==================== ex_mem_pipe
===== src/rtl/cpu_defs.sv =====
// Shared definitions for the MIPS core pipeline registers: writeback-source
// codes, the EX->MEM payload layout and the reset PC.
package cpu_defs;

    localparam logic [3:0] REG_WE_NONE = 4'b0000;
    localparam logic [3:0] REG_WE_ALU  = 4'b0001;
    localparam logic [3:0] REG_WE_LO   = 4'b0010;
    localparam logic [3:0] REG_WE_HI   = 4'b0100;
    localparam logic [3:0] REG_WE_CP0  = 4'b1000;

    localparam logic [31:0] RESET_PC = 32'hBFC0_0000;

    // pc sits in the most significant bits so a reset image is easy to build
    typedef struct packed {
        logic [31:0] pc;
        logic [31:0] alu_r1;
        logic [63:0] hilo;
        logic [31:0] cp0_data;
        logic [3:0]  reg_we;
        logic [4:0]  rw;
    } ex_mem_core_t;

    localparam int EX_MEM_CORE_W = $bits(ex_mem_core_t);

    function automatic int ex_mem_payload_w(input int mem_ctrl_w);
        return EX_MEM_CORE_W + mem_ctrl_w;
    endfunction

endpackage


===== src/rtl/pipe_entry.sv =====
// One pipeline slot: a valid bit plus a payload register with load/clear/hold.
// A clear beats a load for the valid bit; the payload still follows load.
module pipe_entry #(
    parameter int           W       = 8,
    parameter logic [W-1:0] RST_VAL = '0
) (
    input  logic         clk,
    input  logic         resetn,
    input  logic         load,
    input  logic         clear,
    input  logic [W-1:0] d,
    output logic         valid,
    output logic [W-1:0] q
);

    logic         valid_reg;
    logic [W-1:0] data_reg;

    always_ff @(posedge clk or negedge resetn) begin
        if (!resetn) begin
            valid_reg <= 1'b0;
            data_reg  <= RST_VAL;
        end else begin
            if (load)
                data_reg <= d;
            if (clear)
                valid_reg <= 1'b0;
            else if (load)
                valid_reg <= 1'b1;
        end
    end

    assign valid = valid_reg;
    assign q     = data_reg;

endmodule


===== src/rtl/ex_mem_pipe.sv =====
// EX->MEM pipeline register with valid/allowin handshake and forwarding gating.
// Define EX_MEM_SKID_EN to add a skid entry that registers ex_allowin.
module ex_mem_pipe
    import cpu_defs::*;
#(
    parameter int          MEM_CTRL_W = 8,
    parameter logic [31:0] RESET_PC   = cpu_defs::RESET_PC
) (
    input  logic                  clk,
    input  logic                  resetn,
    input  logic                  flush,
    input  logic                  ex_valid,
    output logic                  ex_allowin,
    input  logic                  mem_allowin,
    output logic                  mem_valid,
    input  logic [31:0]           pc_ex,
    output logic [31:0]           pc_mem,
    input  logic [31:0]           alu_r1_ex,
    output logic [31:0]           alu_r1_mem,
    input  logic [63:0]           hilo_ex,
    output logic [63:0]           hilo_mem,
    input  logic [31:0]           cp0_data_ex,
    output logic [31:0]           cp0_data_mem,
    input  logic [3:0]            reg_we_direct_ex,
    output logic [3:0]            reg_we_direct_mem,
    input  logic [4:0]            rw_ex,
    output logic [4:0]            rw_mem,
    input  logic [MEM_CTRL_W-1:0] mem_ctrl_ex,
    output logic [MEM_CTRL_W-1:0] mem_ctrl_mem
);

    localparam int PW = ex_mem_payload_w(MEM_CTRL_W);
    localparam logic [PW-1:0] PAYLOAD_RST =
        {{MEM_CTRL_W{1'b0}}, RESET_PC, {(EX_MEM_CORE_W-32){1'b0}}};

    ex_mem_core_t  core_ex, core_q;
    logic [PW-1:0] payload_ex, main_d, main_q;
    logic          main_v, main_load, main_clear, ex_fire;

    assign core_ex    = {pc_ex, alu_r1_ex, hilo_ex, cp0_data_ex, reg_we_direct_ex, rw_ex};
    assign payload_ex = {mem_ctrl_ex, core_ex};
    assign ex_fire    = ex_valid & ex_allowin;

`ifdef EX_MEM_SKID_EN
    logic          sk_v, skid_load, skid_clear;
    logic [PW-1:0] sk_q;

    // allowin depends only on registered skid occupancy, never on mem_allowin
    assign ex_allowin = !sk_v | flush;
    assign main_d     = sk_v ? sk_q : payload_ex;
    assign main_load  = (sk_v & mem_allowin) | (ex_fire & (!main_v | mem_allowin));
    assign main_clear = flush | (mem_allowin & !main_load);
    assign skid_load  = ex_fire & main_v & !mem_allowin;
    assign skid_clear = flush | (sk_v & mem_allowin);

    pipe_entry #(.W(PW), .RST_VAL(PAYLOAD_RST)) u_skid (
        .clk    (clk),
        .resetn (resetn),
        .load   (skid_load),
        .clear  (skid_clear),
        .d      (payload_ex),
        .valid  (sk_v),
        .q      (sk_q)
    );
`else
    assign ex_allowin = flush | !main_v | mem_allowin;
    assign main_d     = payload_ex;
    assign main_load  = ex_fire;
    assign main_clear = flush | (mem_allowin & !ex_fire);
`endif

    pipe_entry #(.W(PW), .RST_VAL(PAYLOAD_RST)) u_main (
        .clk    (clk),
        .resetn (resetn),
        .load   (main_load),
        .clear  (main_clear),
        .d      (main_d),
        .valid  (main_v),
        .q      (main_q)
    );

    assign {mem_ctrl_mem, core_q} = main_q;
    assign mem_valid    = main_v;
    assign pc_mem       = core_q.pc;
    assign alu_r1_mem   = core_q.alu_r1;
    assign hilo_mem     = core_q.hilo;
    assign cp0_data_mem = core_q.cp0_data;

    // bubbles must never match an ID-stage forwarding compare
    assign reg_we_direct_mem = main_v ? core_q.reg_we : REG_WE_NONE;
    assign rw_mem            = main_v ? core_q.rw : 5'd0;

    // non-one-hot writeback sources pass through; flagged in simulation only
    always_comb begin
        if (ex_fire)
            assert ($onehot0(reg_we_direct_ex));
    end

endmodule


===== config.mk =====
export PLATFORM = sky130hd
export DESIGN_NAME = ex_mem_pipe
export DESIGN_NICKNAME = d
export VERILOG_FILES = /design/src/rtl/cpu_defs.sv /design/src/rtl/pipe_entry.sv /design/src/rtl/ex_mem_pipe.sv
export SDC_FILE = /design/constraint.sdc
export NUM_CORES = 1
export LEC_CHECK = 0
export ABC_AREA = 1
export ABC_CLOCK_PERIOD_IN_PS = 1200
export CORE_MARGIN = 2
export CORE_UTILIZATION = 39
export CTS_BUF_LIST = sky130_fd_sc_hd__clkbuf_16
export DETAILED_ROUTE_END_ITERATION = 10
export HOLD_SLACK_MARGIN = 0.1
export PLACE_DENSITY = 0.78
export REMOVE_ABC_BUFFERS = 1
export SYNTH_ARGS = -nofsm -noshare
export SYNTH_HDL_FRONTEND = slang
export SYNTH_SLANG_ARGS = --single-unit

===== constraint.sdc =====
create_clock -name clk -period 1.2 [get_ports clk]
set_clock_uncertainty 0.05 [all_clocks]
set_input_delay 0.12 -clock clk [delete_from_list [all_inputs] [get_ports clk]]
set_output_delay 0.12 -clock clk [all_outputs]
set_load 0.01 [all_outputs]

ex_mem_pipe, gate families picked out:
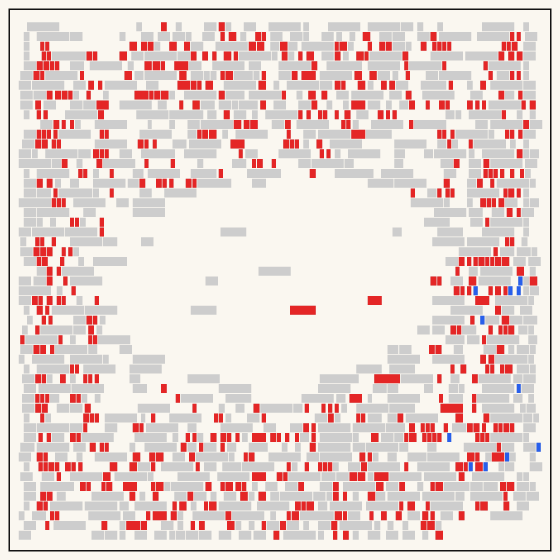
legend:
  blue:
    family: inv cells
    cells: 11
  red:
    family: nand cells
    cells: 546
    where: spread over the die

==> CHANGELOG.md <==
### Metrics

- Outcome: complete, but fails checks
- Violated checks: setup timing
- Static Leakage: 6.192 nW
- Xor/xnor share: 0%
- CP Depth: 7
- Hold Slack: 0.07431 ns
- YS warnings: 0
- Crit path from: u_main.valid
- Most used flip-flop cell: dfrtp_1
- Reg2reg setup slack: -0.24 ns
- Most frequent cells in the layout: 286 x nand2_1, 179 x clkdlybuf4s50_1, 173 x nand3_1
- Maximum clock path buffer count: 2
- Final instance area: 11760 sq um
- Setup-failing EPs final: 197
- Yosys top cell by instances: nand2_1
- Worst Setup Slack, final: -0.2403 ns
- Clock share of power: 34.9%
- Clock sink count: 178
- Total Power: 16.00 mW
- CTS tree: yes
- Yosys cell types: 11
- Total tool warning count: 29
- Clock Latency Late Sink: 0.41 ns
- Endpoints failing hold: 0
- Mean routed wirelength per cell: 16.21 um
ex_mem_pipe, placed standard cells:
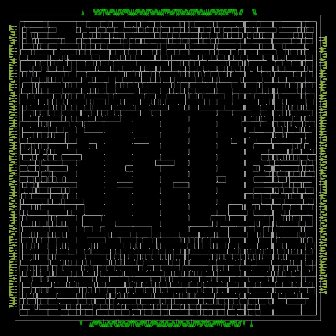
CORE AREA: 21020 sq um
utilization after layout: 55.94%
flop share of the area: 37.98%
n_taps: 275
sequential cell count: 178


==================== unidade_desvio_flat
## config.mk

```make
export PLATFORM = sky130hd
export DESIGN_NAME = unidade_desvio_flat
export DESIGN_NICKNAME = d
export VERILOG_FILES = /design/src/rtl/unidade_desvio_pkg.sv /design/src/rtl/unidade_desvio_if.sv /design/src/rtl/unidade_desvio_avaliador.sv /design/src/rtl/unidade_desvio.sv /design/src/flat_wrapper.sv
export SDC_FILE = /design/constraint.sdc
export NUM_CORES = 1
export LEC_CHECK = 0
export CORE_UTILIZATION = 25
export DETAILED_ROUTE_END_ITERATION = 8
export GPL_TIMING_DRIVEN = 0
export HOLD_SLACK_MARGIN = 0.06
export MAX_ROUTING_LAYER = met4
export PLACE_DENSITY = 0.51
export REMOVE_ABC_BUFFERS = 1
export SLEW_MARGIN = 20
export SYNTH_ARGS = -nofsm -noshare
export SYNTH_HDL_FRONTEND = slang
export SYNTH_SLANG_ARGS = --single-unit
```

## constraint.sdc

```tcl
create_clock -name clock -period 2.1 [get_ports clock]
set_input_delay 0.42 -clock clock [delete_from_list [all_inputs] [get_ports clock]]
set_output_delay 0.42 -clock clock [all_outputs]
set_load 0.05 [all_outputs]
```

## src/rtl/unidade_desvio_pkg.sv

```systemverilog
// Shared types for the branch resolution stage: condition codes, FSM states
// and the bit positions of the Z/C/S/O flags.
package desvio_pkg;

  typedef enum logic [3:0] {
    COND_AL = 4'd0,
    COND_NV = 4'd1,
    COND_EQ = 4'd2,
    COND_NE = 4'd3,
    COND_CS = 4'd4,
    COND_CC = 4'd5,
    COND_MI = 4'd6,
    COND_PL = 4'd7,
    COND_VS = 4'd8,
    COND_VC = 4'd9,
    COND_LT = 4'd10,
    COND_GE = 4'd11,
    COND_LE = 4'd12,
    COND_GT = 4'd13,
    COND_LS = 4'd14,
    COND_HI = 4'd15
  } cond_e;

  typedef enum logic [1:0] {
    ST_IDLE  = 2'd0,
    ST_EVAL  = 2'd1,
    ST_ISSUE = 2'd2,
    ST_FLUSH = 2'd3
  } state_e;

  localparam int FLAG_Z = 0;
  localparam int FLAG_C = 1;
  localparam int FLAG_S = 2;
  localparam int FLAG_O = 3;

endpackage

```

## src/rtl/unidade_desvio_if.sv

```systemverilog
// Decode request, flags, PC redirect and pipeline control signals of the
// branch unit, with views for the requester (master) and the unit (slave).
interface unidade_desvio_if #(
  parameter int ADDR_WIDTH = 16
);
  logic                  br_valid;
  logic                  br_ready;
  logic [3:0]            br_cond;
  logic [ADDR_WIDTH-1:0] br_target;
  logic [ADDR_WIDTH-1:0] br_next_pc;
  logic [3:0]            ZCSO;
  logic                  pc_valid;
  logic                  pc_ready;
  logic [ADDR_WIDTH-1:0] pc_value;
  logic                  taken;
  logic                  flush;
  logic                  busy;

  modport master (
    output br_valid, br_cond, br_target, br_next_pc, ZCSO, pc_ready,
    input  br_ready, pc_valid, pc_value, taken, flush, busy
  );

  modport slave (
    input  br_valid, br_cond, br_target, br_next_pc, ZCSO, pc_ready,
    output br_ready, pc_valid, pc_value, taken, flush, busy
  );
endinterface

```

## src/rtl/unidade_desvio_avaliador.sv

```systemverilog
// Combinational condition evaluator: condition code and Z/C/S/O flags in,
// branch-taken decision out.
module avaliador_condicao
  import desvio_pkg::*;
(
  input  cond_e      i_cond,
  input  logic [3:0] i_flags,
  output logic       o_taken
);

  logic w_z;
  logic w_c;
  logic w_s;
  logic w_o;

  assign w_z = i_flags[FLAG_Z];
  assign w_c = i_flags[FLAG_C];
  assign w_s = i_flags[FLAG_S];
  assign w_o = i_flags[FLAG_O];

  // Decode the condition against the flags
  always_comb begin
    o_taken = 1'b0;
    case (i_cond)
      COND_AL: o_taken = 1'b1;
      COND_NV: o_taken = 1'b0;
      COND_EQ: o_taken = w_z;
      COND_NE: o_taken = ~w_z;
      COND_CS: o_taken = w_c;
      COND_CC: o_taken = ~w_c;
      COND_MI: o_taken = w_s;
      COND_PL: o_taken = ~w_s;
      COND_VS: o_taken = w_o;
      COND_VC: o_taken = ~w_o;
      COND_LT: o_taken = w_s ^ w_o;
      COND_GE: o_taken = ~(w_s ^ w_o);
      COND_LE: o_taken = w_z | (w_s ^ w_o);
      COND_GT: o_taken = ~w_z & ~(w_s ^ w_o);
      COND_LS: o_taken = w_c | w_z;
      COND_HI: o_taken = ~w_c & ~w_z;
      default: o_taken = 1'b0;
    endcase
  end

endmodule

```

## src/rtl/unidade_desvio.sv

```systemverilog
// Branch resolution stage: captures a request, evaluates it on the flags one
// cycle later, redirects the PC on a taken branch and then flushes the pipe.
module unidade_desvio
  import desvio_pkg::*;
#(
  parameter int ADDR_WIDTH   = 16,
  parameter int FLUSH_CYCLES = 2
) (
  input logic              clock,
  input logic              reset,
  unidade_desvio_if.slave  bus
);

  localparam int CW = (FLUSH_CYCLES > 0) ? $clog2(FLUSH_CYCLES + 1) : 1;

  state_e                r_state;
  state_e                w_state_next;
  cond_e                 r_cond;
  logic [ADDR_WIDTH-1:0] r_target;
  logic [ADDR_WIDTH-1:0] r_next_pc;
  logic                  r_taken;
  logic [CW-1:0]         r_cnt;
  logic                  w_taken;
  logic                  w_dbg_unused;

  avaliador_condicao u_avaliador (
    .i_cond  (r_cond),
    .i_flags (bus.ZCSO),
    .o_taken (w_taken)
  );

  // State register
  always_ff @(posedge clock or negedge reset) begin
    if (!reset) begin
      r_state <= ST_IDLE;
    end else begin
      r_state <= w_state_next;
    end
  end

  // Next-state logic
  always_comb begin
    w_state_next = r_state;
    case (r_state)
      ST_IDLE: begin
        if (bus.br_valid) w_state_next = ST_EVAL;
        else              w_state_next = ST_IDLE;
      end
      ST_EVAL: begin
        if (w_taken) w_state_next = ST_ISSUE;
        else         w_state_next = ST_IDLE;
      end
      ST_ISSUE: begin
        if (bus.pc_ready) begin
          if (FLUSH_CYCLES == 0) w_state_next = ST_IDLE;
          else                   w_state_next = ST_FLUSH;
        end else begin
          w_state_next = ST_ISSUE;
        end
      end
      ST_FLUSH: begin
        // <= guards against a stuck zero count, which the load never produces
        if (r_cnt <= CW'(1)) w_state_next = ST_IDLE;
        else                 w_state_next = ST_FLUSH;
      end
      default: w_state_next = ST_IDLE;
    endcase
  end

  // Request capture, decision register and flush counter
  always_ff @(posedge clock or negedge reset) begin
    if (!reset) begin
      r_cond    <= COND_AL;
      r_target  <= {ADDR_WIDTH{1'b0}};
      r_next_pc <= {ADDR_WIDTH{1'b0}};
      r_taken   <= 1'b0;
      r_cnt     <= {CW{1'b0}};
    end else begin
      if (r_state == ST_IDLE && bus.br_valid) begin
        r_cond    <= cond_e'(bus.br_cond);
        r_target  <= bus.br_target;
        r_next_pc <= bus.br_next_pc;
      end
      if (r_state == ST_EVAL) begin
        r_taken <= w_taken;
      end
      if (r_state == ST_ISSUE && bus.pc_ready) begin
        r_cnt <= CW'(FLUSH_CYCLES);
      end else if (r_state == ST_FLUSH && r_cnt != {CW{1'b0}}) begin
        r_cnt <= r_cnt - CW'(1);
      end
    end
  end

  // Fall-through PC is kept for debug visibility only
  assign w_dbg_unused = ^r_next_pc;

  assign bus.br_ready = (r_state == ST_IDLE);
  assign bus.busy     = (r_state != ST_IDLE);
  assign bus.pc_valid = (r_state == ST_ISSUE);
  assign bus.flush    = (r_state == ST_FLUSH);
  assign bus.pc_value = r_target;
  assign bus.taken    = r_taken;

endmodule
```

## src/flat_wrapper.sv

```systemverilog
// flat-port wrapper written by rule: the top's interface ports become plain ports
module unidade_desvio_flat import desvio_pkg::*;
#(
  parameter int ADDR_WIDTH   = 16,
  parameter int FLUSH_CYCLES = 2
)
  (clock, reset, bus_br_valid, bus_br_cond, bus_br_target, bus_br_next_pc, bus_ZCSO, bus_pc_ready, bus_br_ready, bus_pc_valid, bus_pc_value, bus_taken, bus_flush, bus_busy);
  unidade_desvio_if #(.ADDR_WIDTH(ADDR_WIDTH)) bus_i ();
  input logic clock;
  input logic reset;
  input wire logic [$bits(bus_i.br_valid)-1:0] bus_br_valid;
  input wire logic [$bits(bus_i.br_cond)-1:0] bus_br_cond;
  input wire logic [$bits(bus_i.br_target)-1:0] bus_br_target;
  input wire logic [$bits(bus_i.br_next_pc)-1:0] bus_br_next_pc;
  input wire logic [$bits(bus_i.ZCSO)-1:0] bus_ZCSO;
  input wire logic [$bits(bus_i.pc_ready)-1:0] bus_pc_ready;
  output wire logic [$bits(bus_i.br_ready)-1:0] bus_br_ready;
  output wire logic [$bits(bus_i.pc_valid)-1:0] bus_pc_valid;
  output wire logic [$bits(bus_i.pc_value)-1:0] bus_pc_value;
  output wire logic [$bits(bus_i.taken)-1:0] bus_taken;
  output wire logic [$bits(bus_i.flush)-1:0] bus_flush;
  output wire logic [$bits(bus_i.busy)-1:0] bus_busy;
  assign bus_i.br_valid = bus_br_valid;
  assign bus_i.br_cond = bus_br_cond;
  assign bus_i.br_target = bus_br_target;
  assign bus_i.br_next_pc = bus_br_next_pc;
  assign bus_i.ZCSO = bus_ZCSO;
  assign bus_i.pc_ready = bus_pc_ready;
  assign bus_br_ready = bus_i.br_ready;
  assign bus_pc_valid = bus_i.pc_valid;
  assign bus_pc_value = bus_i.pc_value;
  assign bus_taken = bus_i.taken;
  assign bus_flush = bus_i.flush;
  assign bus_busy = bus_i.busy;
  unidade_desvio #(.ADDR_WIDTH(ADDR_WIDTH), .FLUSH_CYCLES(FLUSH_CYCLES)) u_core (.clock(clock), .reset(reset), .bus(bus_i));
endmodule
```

unidade_desvio_flat, I/O nets highlighted:
Scale bar: 20 um.
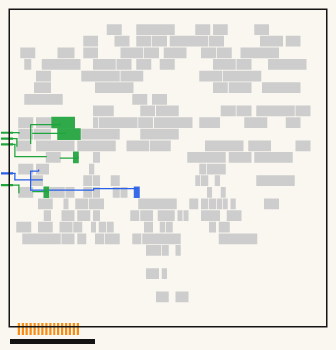
legend:
  green:
    port: bus_br_cond
    bits: 4
    direction: input
    edge: left
    end_cells: 4
    buffers: 4
    wire: 47.2 um
  orange:
    port: bus_br_next_pc
    bits: 16
    direction: input
    edge: bottom
    end_cells: 0
    buffers: 0
  blue:
    port: bus_br_ready
    bits: 1
    direction: output
    edge: left
    end_cells: 1
    buffers: 1
    wire: 40.4 um

unidade_desvio_flat, cell density map:
Scale bar: 20 um. 7 x 7 tiles, from white (low) to dark blue (high), 0 to 100% covered.
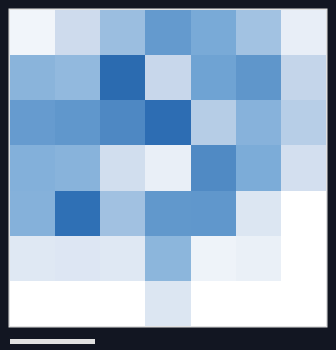
tiles over 75% full: 4.1%
emptiest ninth of the die: bottom right
mean over tiles: 32%

==> CHANGELOG.md <==
### Metrics

- N_diodes: 0
- CP Cell Sequence: inv_2 > nand2_4 > inv_2 > dlygate4sd2_1
- DR top layer: met4
- DP HPWL: 2161 um
- Switching share of total power: 48.25%
- TNS Setup: 0 ns
- Endpoints failing hold: 0
- Clock Power: 0.292 mW
- Most used flip-flop cell: dfrtp_1
- Yosys cell types: 31
- Outcome: complete, no violations
- Clock transition at the registers of the reported paths: 0.09 ns
- Clk_skew: 0.001267 ns
- Drt first pass iters: 4
- Clk cell area share: 2.454%
- Cycle use final: 93.10%
- EDFF count, synth: 0
- Logic gate share of total power: 61.7%
- Worst r2r dst: u_core.bus.pc_value[9]
- Routability cong.: 0.7687
- Ys cells: 107
- RSZ-0062 raised after global routing: no
- Top-Level Pins: 65
unidade_desvio_flat, placed standard cells:
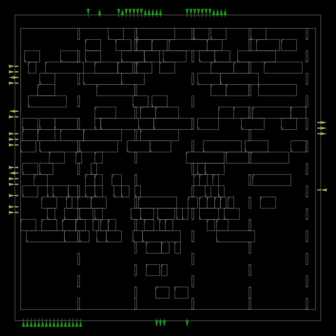
num rows: 25
CORE AREA: 4848 sq um
sequential cell count: 25
n_taps: 67


==================== gol_generation_scheduler_flat
$ cat config.mk
export PLATFORM = sky130hd
export DESIGN_NAME = gol_generation_scheduler_flat
export DESIGN_NICKNAME = d
export VERILOG_FILES = /design/src/rtl/gol_generation_scheduler_if.sv /design/src/rtl/gol_generation_scheduler.sv /design/src/flat_wrapper.sv
export SDC_FILE = /design/constraint.sdc
export NUM_CORES = 1
export LEC_CHECK = 0
export CORE_ASPECT_RATIO = 0.75
export CORE_UTILIZATION = 55
export DETAILED_ROUTE_END_ITERATION = 12
export GPL_ROUTABILITY_DRIVEN = 0
export PLACE_DENSITY = 0.77
export REMOVE_ABC_BUFFERS = 1
export SLEW_MARGIN = 20
export SYNTH_ARGS = -nofsm -noshare
export SYNTH_HDL_FRONTEND = slang
export SYNTH_SLANG_ARGS = --single-unit
$ cat constraint.sdc
create_clock -name ClkPort -period 2.4 [get_ports ClkPort]
set_input_delay 0.36 -clock ClkPort [delete_from_list [all_inputs] [get_ports ClkPort]]
set_output_delay 0.36 -clock ClkPort [all_outputs]
set_load 0.05 [all_outputs]
$ cat src/rtl/gol_generation_scheduler_if.sv
// ---------------------------------------------------------------------------
// gol_generation_scheduler_if
//   Handshake bundle between the button/engine side and the Game of Life
//   generation scheduler.
//
//   Requests (master -> slave):
//     setup_done    one-cycle pulse, board entry finished
//     run_req       one-cycle pulse, toggle run/pause
//     step_req      one-cycle pulse, compute exactly one generation
//     clear_req     one-cycle pulse, abandon run and return to set-up
//     alg_done      one-cycle pulse from engine, generation committed
//     board_changed engine flag valid with alg_done, new board differs
//   Status (slave -> master):
//     init_start    one-cycle pulse, re-initialise board and counts
//     setup_en      level, set-up editor may write the board
//     alg_start     one-cycle pulse, engine computes next generation
//     running       high while free-running
//     halted        high when stopped on a still life
//     state         encoded scheduler state
//     gen_cnt       generations completed since last init
//
//   Modports: master (request source / engine side), slave (scheduler).
// ---------------------------------------------------------------------------
interface gol_generation_scheduler_if #(
  parameter int unsigned GEN_W = 16
);
  logic             setup_done;
  logic             run_req;
  logic             step_req;
  logic             clear_req;
  logic             alg_done;
  logic             board_changed;
  logic             init_start;
  logic             setup_en;
  logic             alg_start;
  logic             running;
  logic             halted;
  logic [2:0]       state;
  logic [GEN_W-1:0] gen_cnt;

  modport master (
    output setup_done, run_req, step_req, clear_req, alg_done, board_changed,
    input  init_start, setup_en, alg_start, running, halted, state, gen_cnt
  );

  modport slave (
    input  setup_done, run_req, step_req, clear_req, alg_done, board_changed,
    output init_start, setup_en, alg_start, running, halted, state, gen_cnt
  );
endinterface

$ cat src/rtl/gol_generation_scheduler.sv
// ---------------------------------------------------------------------------
// gol_generation_scheduler
//   Sequencing controller for the Game of Life datapath. Gates the board
//   set-up phase, paces the generation engine at TICK_DIV clock cycles per
//   generation in free-run, and supports pause and single-step. One
//   alg_start pulse is issued per generation and the engine's alg_done is
//   always awaited (a clear request arriving mid-generation is deferred).
//
//   Parameters:
//     TICK_DIV  ClkPort cycles spent waiting between generations (>= 2)
//     GEN_W     generation counter width
//
//   Ports:
//     ClkPort   system clock, rising edge
//     reset_n   asynchronous active-low reset
//     bus       gol_generation_scheduler_if.slave (requests in, status out)
//
//   Optional feature:
//     GOL_AUTO_HALT_EN  when defined, a committed generation that left the
//                       board unchanged moves the scheduler to HALTED.
//                       When undefined, board_changed is ignored and halted
//                       is tied low.
// ---------------------------------------------------------------------------
module gol_generation_scheduler #(
  parameter int unsigned TICK_DIV = 25_000_000,
  parameter int unsigned GEN_W    = 16
) (
  input  logic                         ClkPort,
  input  logic                         reset_n,
  gol_generation_scheduler_if.slave    bus
);

  localparam int unsigned   TW        = $clog2(TICK_DIV);
  localparam logic [TW-1:0] TICK_LAST = TW'(TICK_DIV - 1);

  typedef enum logic [2:0] {
    S_INIT      = 3'd0,
    S_SETUP     = 3'd1,
    S_PAUSED    = 3'd2,
    S_RUN_WAIT  = 3'd3,
    S_RUN_BUSY  = 3'd4,
    S_STEP_BUSY = 3'd5,
    S_HALTED    = 3'd6
  } state_t;

  state_t           state_q,      state_d;
  logic [TW-1:0]    tick_q,       tick_d;
  logic [GEN_W-1:0] gen_q,        gen_d;
  logic             pause_pend_q, pause_pend_d;
  logic             clear_pend_q, clear_pend_d;
  logic             init_start_q, init_start_d;
  logic             alg_start_q,  alg_start_d;
  logic             halt_on_done;
  logic             clear_now;
  logic [GEN_W-1:0] gen_next;

`ifdef GOL_AUTO_HALT_EN
  assign halt_on_done = ~bus.board_changed;
`else
  logic unused_board_changed;
  assign halt_on_done         = 1'b0;
  assign unused_board_changed = bus.board_changed;
`endif

  // Saturating generation increment.
  assign gen_next = (gen_q == '1) ? gen_q : gen_q + 1'b1;

  // A clear seen now or earlier in the current busy phase.
  assign clear_now = bus.clear_req | clear_pend_q;

  always_ff @(posedge ClkPort or negedge reset_n) begin
    if (!reset_n) begin
      state_q      <= S_INIT;
      tick_q       <= '0;
      gen_q        <= '0;
      pause_pend_q <= 1'b0;
      clear_pend_q <= 1'b0;
      init_start_q <= 1'b0;
      alg_start_q  <= 1'b0;
    end else begin
      state_q      <= state_d;
      tick_q       <= tick_d;
      gen_q        <= gen_d;
      pause_pend_q <= pause_pend_d;
      clear_pend_q <= clear_pend_d;
      init_start_q <= init_start_d;
      alg_start_q  <= alg_start_d;
    end
  end

  always_comb begin
    state_d      = state_q;
    tick_d       = tick_q;
    gen_d        = gen_q;
    pause_pend_d = pause_pend_q;
    clear_pend_d = clear_pend_q;
    init_start_d = 1'b0;
    alg_start_d  = 1'b0;

    unique case (state_q)
      // INIT is entered with init_start already registered high, except
      // straight out of reset where the pulse is still owed: hold INIT one
      // extra cycle to issue it, so the engine is always re-initialised.
      S_INIT: begin
        gen_d        = '0;
        tick_d       = '0;
        pause_pend_d = 1'b0;
        clear_pend_d = 1'b0;
        if (init_start_q) begin
          state_d = S_SETUP;
        end else begin
          init_start_d = 1'b1;
        end
      end

      S_SETUP: begin
        if (bus.clear_req) begin
          state_d      = S_INIT;
          init_start_d = 1'b1;
          gen_d        = '0;
        end else if (bus.setup_done) begin
          state_d = S_PAUSED;
        end
      end

      S_PAUSED: begin
        if (bus.clear_req) begin
          state_d      = S_INIT;
          init_start_d = 1'b1;
          gen_d        = '0;
        end else if (bus.run_req) begin
          state_d = S_RUN_WAIT;
          tick_d  = '0;
        end else if (bus.step_req) begin
          state_d     = S_STEP_BUSY;
          alg_start_d = 1'b1;
        end
      end

      S_RUN_WAIT: begin
        if (bus.clear_req) begin
          state_d      = S_INIT;
          init_start_d = 1'b1;
          gen_d        = '0;
          tick_d       = '0;
        end else if (bus.run_req) begin
          state_d = S_PAUSED;
          tick_d  = '0;
        end else if (tick_q == TICK_LAST) begin
          state_d     = S_RUN_BUSY;
          alg_start_d = 1'b1;
          tick_d      = '0;
        end else begin
          tick_d = tick_q + 1'b1;
        end
      end

      S_RUN_BUSY: begin
        clear_pend_d = clear_now;
        if (bus.run_req) begin
          pause_pend_d = ~pause_pend_q;
        end
        if (bus.alg_done) begin
          clear_pend_d = 1'b0;
          pause_pend_d = 1'b0;
          tick_d       = '0;
          if (clear_now) begin
            state_d      = S_INIT;
            init_start_d = 1'b1;
            gen_d        = '0;
          end else begin
            gen_d = gen_next;
            if (halt_on_done) begin
              state_d = S_HALTED;
            end else if (pause_pend_q ^ bus.run_req) begin
              state_d = S_PAUSED;
            end else begin
              state_d = S_RUN_WAIT;
            end
          end
        end
      end

      S_STEP_BUSY: begin
        clear_pend_d = clear_now;
        if (bus.alg_done) begin
          clear_pend_d = 1'b0;
          if (clear_now) begin
            state_d      = S_INIT;
            init_start_d = 1'b1;
            gen_d        = '0;
          end else begin
            gen_d   = gen_next;
            state_d = halt_on_done ? S_HALTED : S_PAUSED;
          end
        end
      end

      S_HALTED: begin
        if (bus.clear_req) begin
          state_d      = S_INIT;
          init_start_d = 1'b1;
          gen_d        = '0;
        end
      end

      default: begin
        state_d      = S_INIT;
        init_start_d = 1'b1;
        gen_d        = '0;
        tick_d       = '0;
        pause_pend_d = 1'b0;
        clear_pend_d = 1'b0;
      end
    endcase
  end

  assign bus.state      = state_q;
  assign bus.gen_cnt    = gen_q;
  assign bus.init_start = init_start_q;
  assign bus.alg_start  = alg_start_q;
  assign bus.setup_en   = (state_q == S_SETUP);
  assign bus.running    = (state_q == S_RUN_WAIT) || (state_q == S_RUN_BUSY);
`ifdef GOL_AUTO_HALT_EN
  assign bus.halted     = (state_q == S_HALTED);
`else
  assign bus.halted     = 1'b0;
`endif

endmodule

$ cat src/flat_wrapper.sv
// flat-port wrapper written by rule: the top's interface ports become plain ports
module gol_generation_scheduler_flat 
#(
  parameter int unsigned TICK_DIV = 25_000_000,
  parameter int unsigned GEN_W    = 16
)
  (ClkPort, reset_n, bus_setup_done, bus_run_req, bus_step_req, bus_clear_req, bus_alg_done, bus_board_changed, bus_init_start, bus_setup_en, bus_alg_start, bus_running, bus_halted, bus_state, bus_gen_cnt);
  gol_generation_scheduler_if #(.GEN_W(GEN_W)) bus_i ();
  input  logic ClkPort;
  input  logic reset_n;
  input wire logic [$bits(bus_i.setup_done)-1:0] bus_setup_done;
  input wire logic [$bits(bus_i.run_req)-1:0] bus_run_req;
  input wire logic [$bits(bus_i.step_req)-1:0] bus_step_req;
  input wire logic [$bits(bus_i.clear_req)-1:0] bus_clear_req;
  input wire logic [$bits(bus_i.alg_done)-1:0] bus_alg_done;
  input wire logic [$bits(bus_i.board_changed)-1:0] bus_board_changed;
  output wire logic [$bits(bus_i.init_start)-1:0] bus_init_start;
  output wire logic [$bits(bus_i.setup_en)-1:0] bus_setup_en;
  output wire logic [$bits(bus_i.alg_start)-1:0] bus_alg_start;
  output wire logic [$bits(bus_i.running)-1:0] bus_running;
  output wire logic [$bits(bus_i.halted)-1:0] bus_halted;
  output wire logic [$bits(bus_i.state)-1:0] bus_state;
  output wire logic [$bits(bus_i.gen_cnt)-1:0] bus_gen_cnt;
  assign bus_i.setup_done = bus_setup_done;
  assign bus_i.run_req = bus_run_req;
  assign bus_i.step_req = bus_step_req;
  assign bus_i.clear_req = bus_clear_req;
  assign bus_i.alg_done = bus_alg_done;
  assign bus_i.board_changed = bus_board_changed;
  assign bus_init_start = bus_i.init_start;
  assign bus_setup_en = bus_i.setup_en;
  assign bus_alg_start = bus_i.alg_start;
  assign bus_running = bus_i.running;
  assign bus_halted = bus_i.halted;
  assign bus_state = bus_i.state;
  assign bus_gen_cnt = bus_i.gen_cnt;
  gol_generation_scheduler #(.TICK_DIV(TICK_DIV), .GEN_W(GEN_W)) u_core (.ClkPort(ClkPort), .reset_n(reset_n), .bus(bus_i));
endmodule
gol_generation_scheduler_flat, floorplan with the power grid:
Scale bar: 20 um. Pins as bars on the die edge. Tap cells in grey.
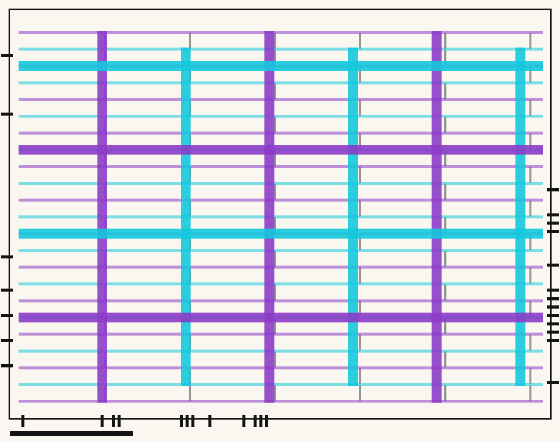
legend:
  purple:
    net: VSS
  cyan:
    net: VDD
tap cells: 72
met4 straps: 6
rows: 22
met1 rails: 23
signal pins: 32

gol_generation_scheduler_flat, I/O nets highlighted:
Scale bar: 20 um.
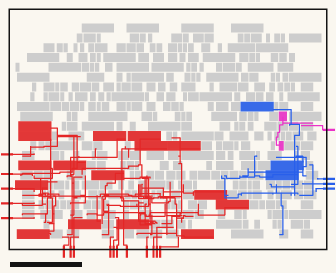
legend:
  blue:
    port: bus_state
    bits: 3
    direction: output
    edge: right
    end_cells: 3
    buffers: 5
    wire: 191 um
  red:
    port: bus_gen_cnt
    bits: 16
    direction: output
    edge: 11 bottom, 5 left
    end_cells: 16
    buffers: 16
    wire: 858 um
  magenta:
    port: bus_step_req
    bits: 1
    direction: input
    edge: right
    end_cells: 2
    buffers: 1
    wire: 26.4 um

==> CHANGELOG.md <==
### Metrics

- Total tool warning count: 29
- Reg2reg setup slack: 0.19 ns
- Cts repair resizes: 0
- Port bufs: 29
- Xor/xnor share: 2.317%
- CP arrival: 2.42 ns
- Vias in the first global route: 2721
- Clock Power: 0.606 mW
- GR Util All Layers: 29.32%
- Hold Crit Class: in -> async
- Post-CTS Hold Fix Bufs: 0
- Fill cell count: 404
- Endpoints failing hold: 0
- Sequential cell count: 48
- Min Clock Period, post-route: 2.209 ns
- Final instance area: 3695 sq um
- Syn Inst Count: 348
- Switching share of total power: 42.08%
- Die Y: 66.22 um
- CP Depth: 7
- RSZ-0062 raised after global routing: no
- R2r worst-path depth: 7
- DR top layer: met4
- Ys cells: 348
- Top non-seq family: simple AND/OR/NAND/NOR gates
- Clkbuf count: 5
- Slew headroom: 60.60%
- Setup-failing EPs final: 0
- Clk cell area share: 3.014%
- Pin count of the biggest net entering global routing: 27
- Drt first pass iters: 5
- Max FFs per register: 25
- YS warnings: 0
- CORE AREA: 5092 sq um
- Reg with most FFs: u_core.tick_q
- Outcome: complete, no violations

Power is estimated from default activity; no workload was simulated.
